# ---- sigmoid_result_packer ----
--- src/rtl/sigmoid_result_packer.sv ---
// sigmoid_result_packer: credit-gated element FIFO packing bf16 results into LANES-wide words.
// Define SIGMOID_PACK_FLUSH_EN to add flush_i / out_mask_o partial-word flush.
module sigmoid_result_packer #(
  parameter int LANES      = 4,
  parameter int DEPTH      = 8,
  parameter int INFLIGHT_W = 4
) (
  input  logic                  clk,
  input  logic                  rst,
  input  logic                  issue_i,
  output logic                  issue_ready_o,
  input  logic                  res_valid_i,
  input  logic [15:0]           res_data_i,
  output logic                  out_valid_o,
  input  logic                  out_ready_i,
  output logic [16*LANES-1:0]   out_data_o,
  output logic [1:0]            err_o
`ifdef SIGMOID_PACK_FLUSH_EN
  ,
  input  logic                  flush_i,
  output logic [LANES-1:0]      out_mask_o
`endif
);

  localparam int AW = (DEPTH > 1) ? $clog2(DEPTH) : 1;
  localparam int CW = $clog2(DEPTH + 1);
  localparam int SW = ((CW > INFLIGHT_W) ? CW : INFLIGHT_W) + 1;

  logic [15:0]           mem [DEPTH];
  logic [AW-1:0]         wptr;
  logic [AW-1:0]         rptr;
  logic [CW-1:0]         count;
  logic [INFLIGHT_W-1:0] inflight;

  logic [SW-1:0]         occ;
  logic                  full;
  logic                  wr_en;
  logic                  out_free;
  logic                  pop_full;
  logic                  pop_part;
  logic                  pop;
  logic                  proto_err;
  logic                  ovf_err;
  logic [CW-1:0]         pop_n;
  logic [16*LANES-1:0]   pack_data;

  // Credit counts both buffered and still-in-pipeline elements.
  assign occ           = SW'(count) + SW'(inflight);
  assign issue_ready_o = occ < SW'(DEPTH);

  assign full      = count == CW'(DEPTH);
  assign wr_en     = res_valid_i && !full;
  assign ovf_err   = res_valid_i && full;
  assign out_free  = !out_valid_o || out_ready_i;
  assign pop_full  = (count >= CW'(LANES)) && out_free;
  assign proto_err = (issue_i && !issue_ready_o) ||
                     (res_valid_i && inflight == '0);

`ifdef SIGMOID_PACK_FLUSH_EN
  logic                  flush_pend;
  logic                  flush_req;
  logic                  flush_done;
  logic [LANES-1:0]      pack_mask;

  assign flush_req  = flush_pend || flush_i;
  assign pop_part   = flush_req && inflight == '0 &&
                      count != '0 && count < CW'(LANES) && out_free;
  assign flush_done = flush_req && inflight == '0 &&
                      (count == '0 || pop_part);

  always_ff @(posedge clk) begin
    if (rst) begin
      flush_pend <= 1'b0;
    end else if (flush_done) begin
      flush_pend <= 1'b0;
    end else if (flush_i) begin
      flush_pend <= 1'b1;
    end
  end
`else
  assign pop_part = 1'b0;
`endif

  assign pop = pop_full || pop_part;

  always_comb begin
    pop_n = '0;
    if (pop_full) begin
      pop_n = CW'(LANES);
    end else if (pop_part) begin
      pop_n = count;
    end
  end

  // Lanes beyond pop_n (partial flush only) are zero-filled.
  always_comb begin
    pack_data = '0;
`ifdef SIGMOID_PACK_FLUSH_EN
    pack_mask = '0;
`endif
    for (int k = 0; k < LANES; k++) begin
      if (CW'(k) < pop_n) begin
        pack_data[16*k +: 16] = mem[rptr + AW'(k)];
`ifdef SIGMOID_PACK_FLUSH_EN
        pack_mask[k] = 1'b1;
`endif
      end
    end
  end

  always_ff @(posedge clk) begin
    if (wr_en) begin
      mem[wptr] <= res_data_i;
    end
  end

  always_ff @(posedge clk) begin
    if (rst) begin
      wptr     <= '0;
      rptr     <= '0;
      count    <= '0;
      inflight <= '0;
      err_o    <= '0;
    end else begin
      if (wr_en) begin
        wptr <= wptr + 1'b1;
      end
      rptr  <= rptr + AW'(pop_n);
      count <= count + CW'(wr_en) - pop_n;
      unique case (1'b1)
        (issue_i && !res_valid_i): inflight <= inflight + 1'b1;
        (res_valid_i && !issue_i): begin
          if (inflight != '0) begin
            inflight <= inflight - 1'b1;
          end
        end
        default: ;
      endcase
      err_o <= err_o | {proto_err, ovf_err};
    end
  end

  always_ff @(posedge clk) begin
    if (rst) begin
      out_valid_o <= 1'b0;
      out_data_o  <= '0;
    end else if (pop) begin
      out_valid_o <= 1'b1;
      out_data_o  <= pack_data;
    end else if (out_valid_o && out_ready_i) begin
      out_valid_o <= 1'b0;
    end
  end

`ifdef SIGMOID_PACK_FLUSH_EN
  always_ff @(posedge clk) begin
    if (rst) begin
      out_mask_o <= '0;
    end else if (pop) begin
      out_mask_o <= pack_mask;
    end
  end
`endif

endmodule

--- config.mk ---
export PLATFORM = sky130hd
export DESIGN_NAME = sigmoid_result_packer
export DESIGN_NICKNAME = d
export VERILOG_FILES = /design/src/rtl/sigmoid_result_packer.sv
export SDC_FILE = /design/constraint.sdc
export NUM_CORES = 1
export LEC_CHECK = 0
export CAP_MARGIN = 20
export CORE_ASPECT_RATIO = 1.25
export CORE_MARGIN = 5
export CORE_UTILIZATION = 59
export CTS_CLUSTER_SIZE = 40
export DETAILED_ROUTE_END_ITERATION = 6
export MAX_ROUTING_LAYER = met4
export PLACE_DENSITY_LB_ADDON = 0.05
export SLEW_MARGIN = 10
export SYNTH_ARGS = -nofsm -noshare
export SYNTH_HDL_FRONTEND = slang
export SYNTH_SLANG_ARGS = --single-unit
export TNS_END_PERCENT = 50
--- constraint.sdc ---
create_clock -name clk -period 5 [get_ports clk]
set_input_delay 1 -clock clk [delete_from_list [all_inputs] [get_ports clk]]
set_output_delay 1 -clock clk [all_outputs]
set_load 0.01 [all_outputs]
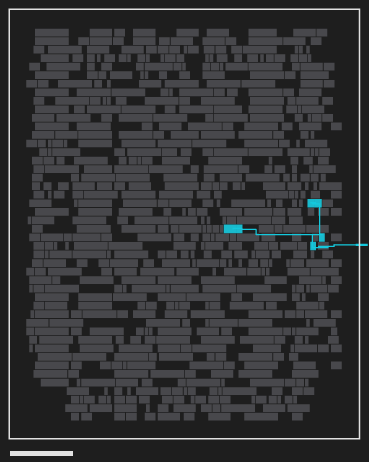
**Above:** sigmoid_result_packer (port wiring).
Scale bar: 20 um.
res_valid_i: in cyan, bits 1, direction input, end cells 6, buffers 1, wire 67.3 um.
io pins: 89
port bufs: 88

==> run notes <==
flow finished, numbers: status finished, final reports clean, xor/xnor share 1.03%, wl on met1 5800 um, max-slew headroom at the worst pin 50.3%, VDD IR-drop max 0.000374 V, # Cells Yosys 514, number of enable flip-flop cells 128, combinational power 1.52 mW, f_max 0.285 GHz, leading power group sequential cells, Clk power 1.65 mW, first-pass GRT wire length 23300 um, Gate power share 27.5%, Die X 111 um, drt wl/cell 18.7 um, largest net degree at the start of global routing 74, Setup Buffers After CTS 0, Yosys chip area 7540 um2, clk sinks 207, Yosys cell types 35, Sum Neg Setup Slack 0 ps, maximum capacitance violations 0, PostCTS Resize Cnt 0, min-delay src err_o[0]$_SDFF_PP0_, drt pass-1 iters 4, stage-log warning count 28, Worst-Margin Slew 741 ps, routed via count 4351, crit path DAT 2510 ps, Worst-path clk slew 60 ps, initial antenna violation count 0, number of global-route vias before repair 4475, Logic family by area multiplexers, Core Region 12600 um2, n_taps 168, total CTS buffers 20, Area growth syn-to-layout 24.1%, area leader, netlist edfxtp_1, r2r startpoint count[3]$_SDFF_PP0_, pwr dens 588 nW/um2, Plain + repair buffers 100, gr ovfl total 0, chip area 15200 um2, GR met1 Demand/Resource 23.5%, synth warn 0

# ---- remote_dac_driver ----
==> config.mk <==
export PLATFORM = sky130hd
export DESIGN_NAME = remote_dac_driver
export DESIGN_NICKNAME = d
export VERILOG_FILES = /design/src/rtl/remote_dac_driver.sv
export SDC_FILE = /design/constraint.sdc
export NUM_CORES = 1
export LEC_CHECK = 0
export CORE_MARGIN = 1.5
export CORE_UTILIZATION = 27
export CTS_CLUSTER_DIAMETER = 40
export CTS_CLUSTER_SIZE = 24
export DETAILED_ROUTE_END_ITERATION = 8
export MAX_ROUTING_LAYER = met4
export PLACE_DENSITY_LB_ADDON = 0.25
export SYNTH_ARGS = -nofsm -noshare
export SYNTH_HDL_FRONTEND = slang
export SYNTH_SLANG_ARGS = --single-unit
export TNS_END_PERCENT = 30
==> constraint.sdc <==
create_clock -name clock -period 2.7 [get_ports clock]
set_input_delay 0.27 -clock clock [delete_from_list [all_inputs] [get_ports clock]]
set_output_delay 0.27 -clock clock [all_outputs]
set_load 0.01 [all_outputs]
==> src/rtl/remote_dac_driver.sv <==
// Streams four 8-bit stick levels round-robin to a quad serial DAC as 16-bit SPI frames.
// Channel 0 carries either the initialization-stage level or the gesture throttle.
module remote_dac_driver #(
  parameter int CLK_DIV    = 4,
  parameter int GAP_CYCLES = 16
) (
  input  logic       clock,
  input  logic       reset_n,
  input  logic       enable,
  input  logic       on_state,
  input  logic [7:0] initial_signal,
  input  logic [7:0] throttle,
  input  logic [7:0] yaw,
  input  logic [7:0] pitch,
  input  logic [7:0] roll,
  output logic       dac_cs_n,
  output logic       dac_sclk,
  output logic       dac_din,
  output logic       busy,
  output logic       frame_done,
  output logic [1:0] dbg_state
);

  localparam logic [1:0] IDLE  = 2'd0;
  localparam logic [1:0] LOAD  = 2'd1;
  localparam logic [1:0] SHIFT = 2'd2;
  localparam logic [1:0] GAP   = 2'd3;

  localparam logic [15:0] DIV_LAST = 16'(CLK_DIV - 1);
  localparam logic [15:0] GAP_LAST = 16'(GAP_CYCLES - 1);

  logic [1:0]  state;
  logic [1:0]  channel;
  logic [15:0] shreg;
  logic [15:0] div_cnt;
  logic [15:0] gap_cnt;
  logic [3:0]  bit_cnt;
  logic [7:0]  ch_data;
  logic [15:0] load_word;

  // Frame layout: channel address, two control bits, data, four pad bits.
  always_comb begin
    ch_data = throttle;
    case (channel)
      2'd0:    ch_data = on_state ? initial_signal : throttle;
      2'd1:    ch_data = yaw;
      2'd2:    ch_data = pitch;
      default: ch_data = roll;
    endcase
    load_word = {channel, 2'b11, ch_data, 4'b0000};
  end

  assign dbg_state = state;

  always_ff @(posedge clock or negedge reset_n) begin
    if (!reset_n) begin
      state      <= IDLE;
      channel    <= 2'd0;
      shreg      <= 16'd0;
      div_cnt    <= 16'd0;
      gap_cnt    <= 16'd0;
      bit_cnt    <= 4'd0;
      dac_cs_n   <= 1'b1;
      dac_sclk   <= 1'b0;
      dac_din    <= 1'b0;
      busy       <= 1'b0;
      frame_done <= 1'b0;
    end else begin
      frame_done <= 1'b0;
      case (state)
        IDLE: begin
          if (enable) begin
            state <= LOAD;
            busy  <= 1'b1;
          end
        end
        LOAD: begin
          shreg    <= load_word;
          dac_din  <= load_word[15];
          dac_cs_n <= 1'b0;
          dac_sclk <= 1'b0;
          div_cnt  <= 16'd0;
          bit_cnt  <= 4'd0;
          state    <= SHIFT;
        end
        SHIFT: begin
          if (div_cnt == DIV_LAST) begin
            div_cnt <= 16'd0;
            if (!dac_sclk) begin
              dac_sclk <= 1'b1;
            end else if (bit_cnt == 4'd15) begin
              // Last high phase ends: SCLK falls and CS releases on the same edge.
              dac_sclk   <= 1'b0;
              dac_cs_n   <= 1'b1;
              dac_din    <= 1'b0;
              gap_cnt    <= 16'd0;
              frame_done <= 1'b1;
              channel    <= channel + 2'd1;
              state      <= GAP;
            end else begin
              dac_sclk <= 1'b0;
              bit_cnt  <= bit_cnt + 4'd1;
              shreg    <= {shreg[14:0], 1'b0};
              dac_din  <= shreg[14];
            end
          end else begin
            div_cnt <= div_cnt + 16'd1;
          end
        end
        default: begin
          if (gap_cnt == GAP_LAST) begin
            state <= enable ? LOAD : IDLE;
            busy  <= enable;
          end else begin
            gap_cnt <= gap_cnt + 16'd1;
          end
        end
      endcase
    end
  end

endmodule

==> run notes <==
flow finished, numbers: status finished with violations, failing checks hold timing, asr flop ratio synth 100%, total CTS buffers 5, die height 116 um, maximum capacitance violations 0, FF-to-FF setup slack 490 ps, Fin. Hold Viols 24, max-slew headroom at the worst pin 58.5%, Setup WS post-layout 491 ps, leading power group sequential cells, H-tree depth 2, met2 wire length 3500 um, Yosys cell types 52, largest net degree at the start of global routing 33, Die X 116 um, Clock Path Buffers 2, Startpoint Class flop, Pins Over Slew Limit 0, Area growth syn-to-layout 24.3%, r2r startpoint div_cnt[0]$_DFFE_PN0N_, endpoints failing setup 0, Final Skew 9.02 ps, FA/HA/MAJ Cells, Area Fraction 3.97%, pre-CTS setup slack 484 ps, post-cts hold-fix buffer tally 0, Plain + repair buffers 58, Largest cell class combinational gates, Worst Hold Margin -10.2 ps, # nets final 469, Non-Clock Inverter Count 15, Switching Fraction 20.8%, comb_multi_in 278, area leader, netlist dfrtp_1, PostCTS Resize Cnt 0, fp_density 27.6%, Crit. path cell count 6
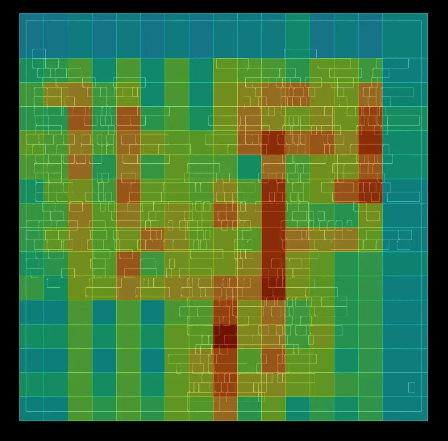
**Above:** remote_dac_driver (track usage over the die).
drt wl/cell: 13.9 um
total track usage: 13.4%

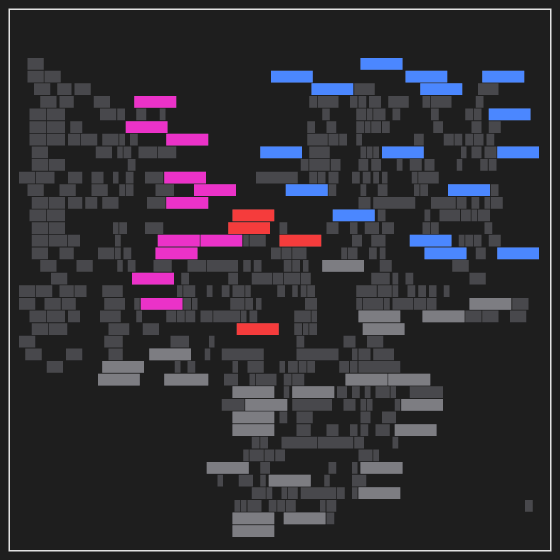
**Above:** remote_dac_driver (sequential cells colored by netlist name).
Other sequential cells in the stronger gray, the rest of the logic in the fainter gray.
shreg: in magenta, flops 11. gap_cnt: in blue, flops 16. bit_cnt: in red, flops 4, where middle.
Core Util, Final: 34.3%
P_seq: 0.848 mW
flip-flop and latch area: 1400 um2
fraction of area in registers: 32.5%



==> layout pictures side by side <==
Clock wires, drivers and flops.
image #1
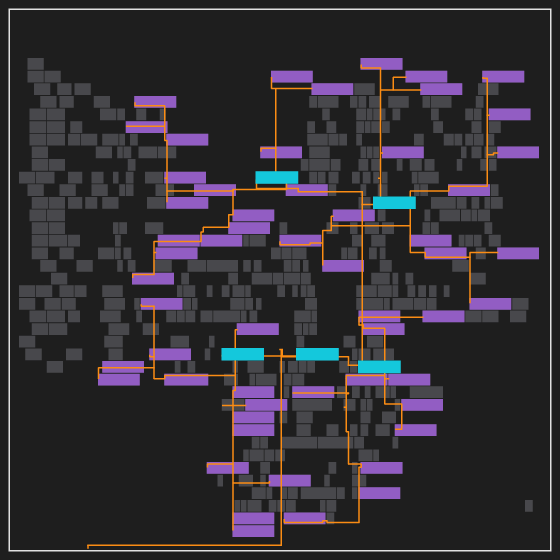
image #2
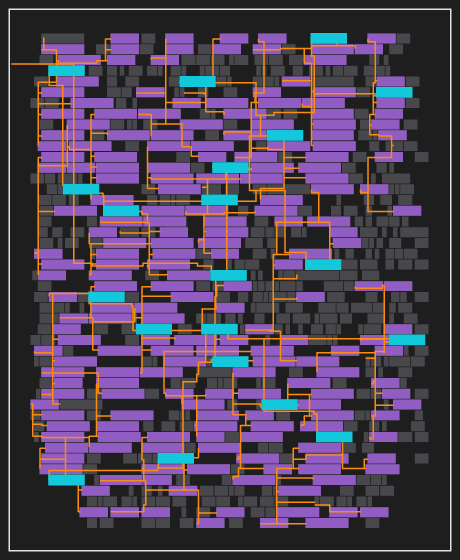
Of these, most sequential cells: image #2
Image #2 comes from sigmoid_result_packer.
Image #1 comes from remote_dac_driver.

Key to image #2:
clock wires: in orange, length 2070 um. clock-net drivers: in cyan, count 20. flip-flops: in purple, count 207.
There are 21 routed clock nets. Position of the flops: all over the die.

Power is estimated from default activity; no workload was simulated.
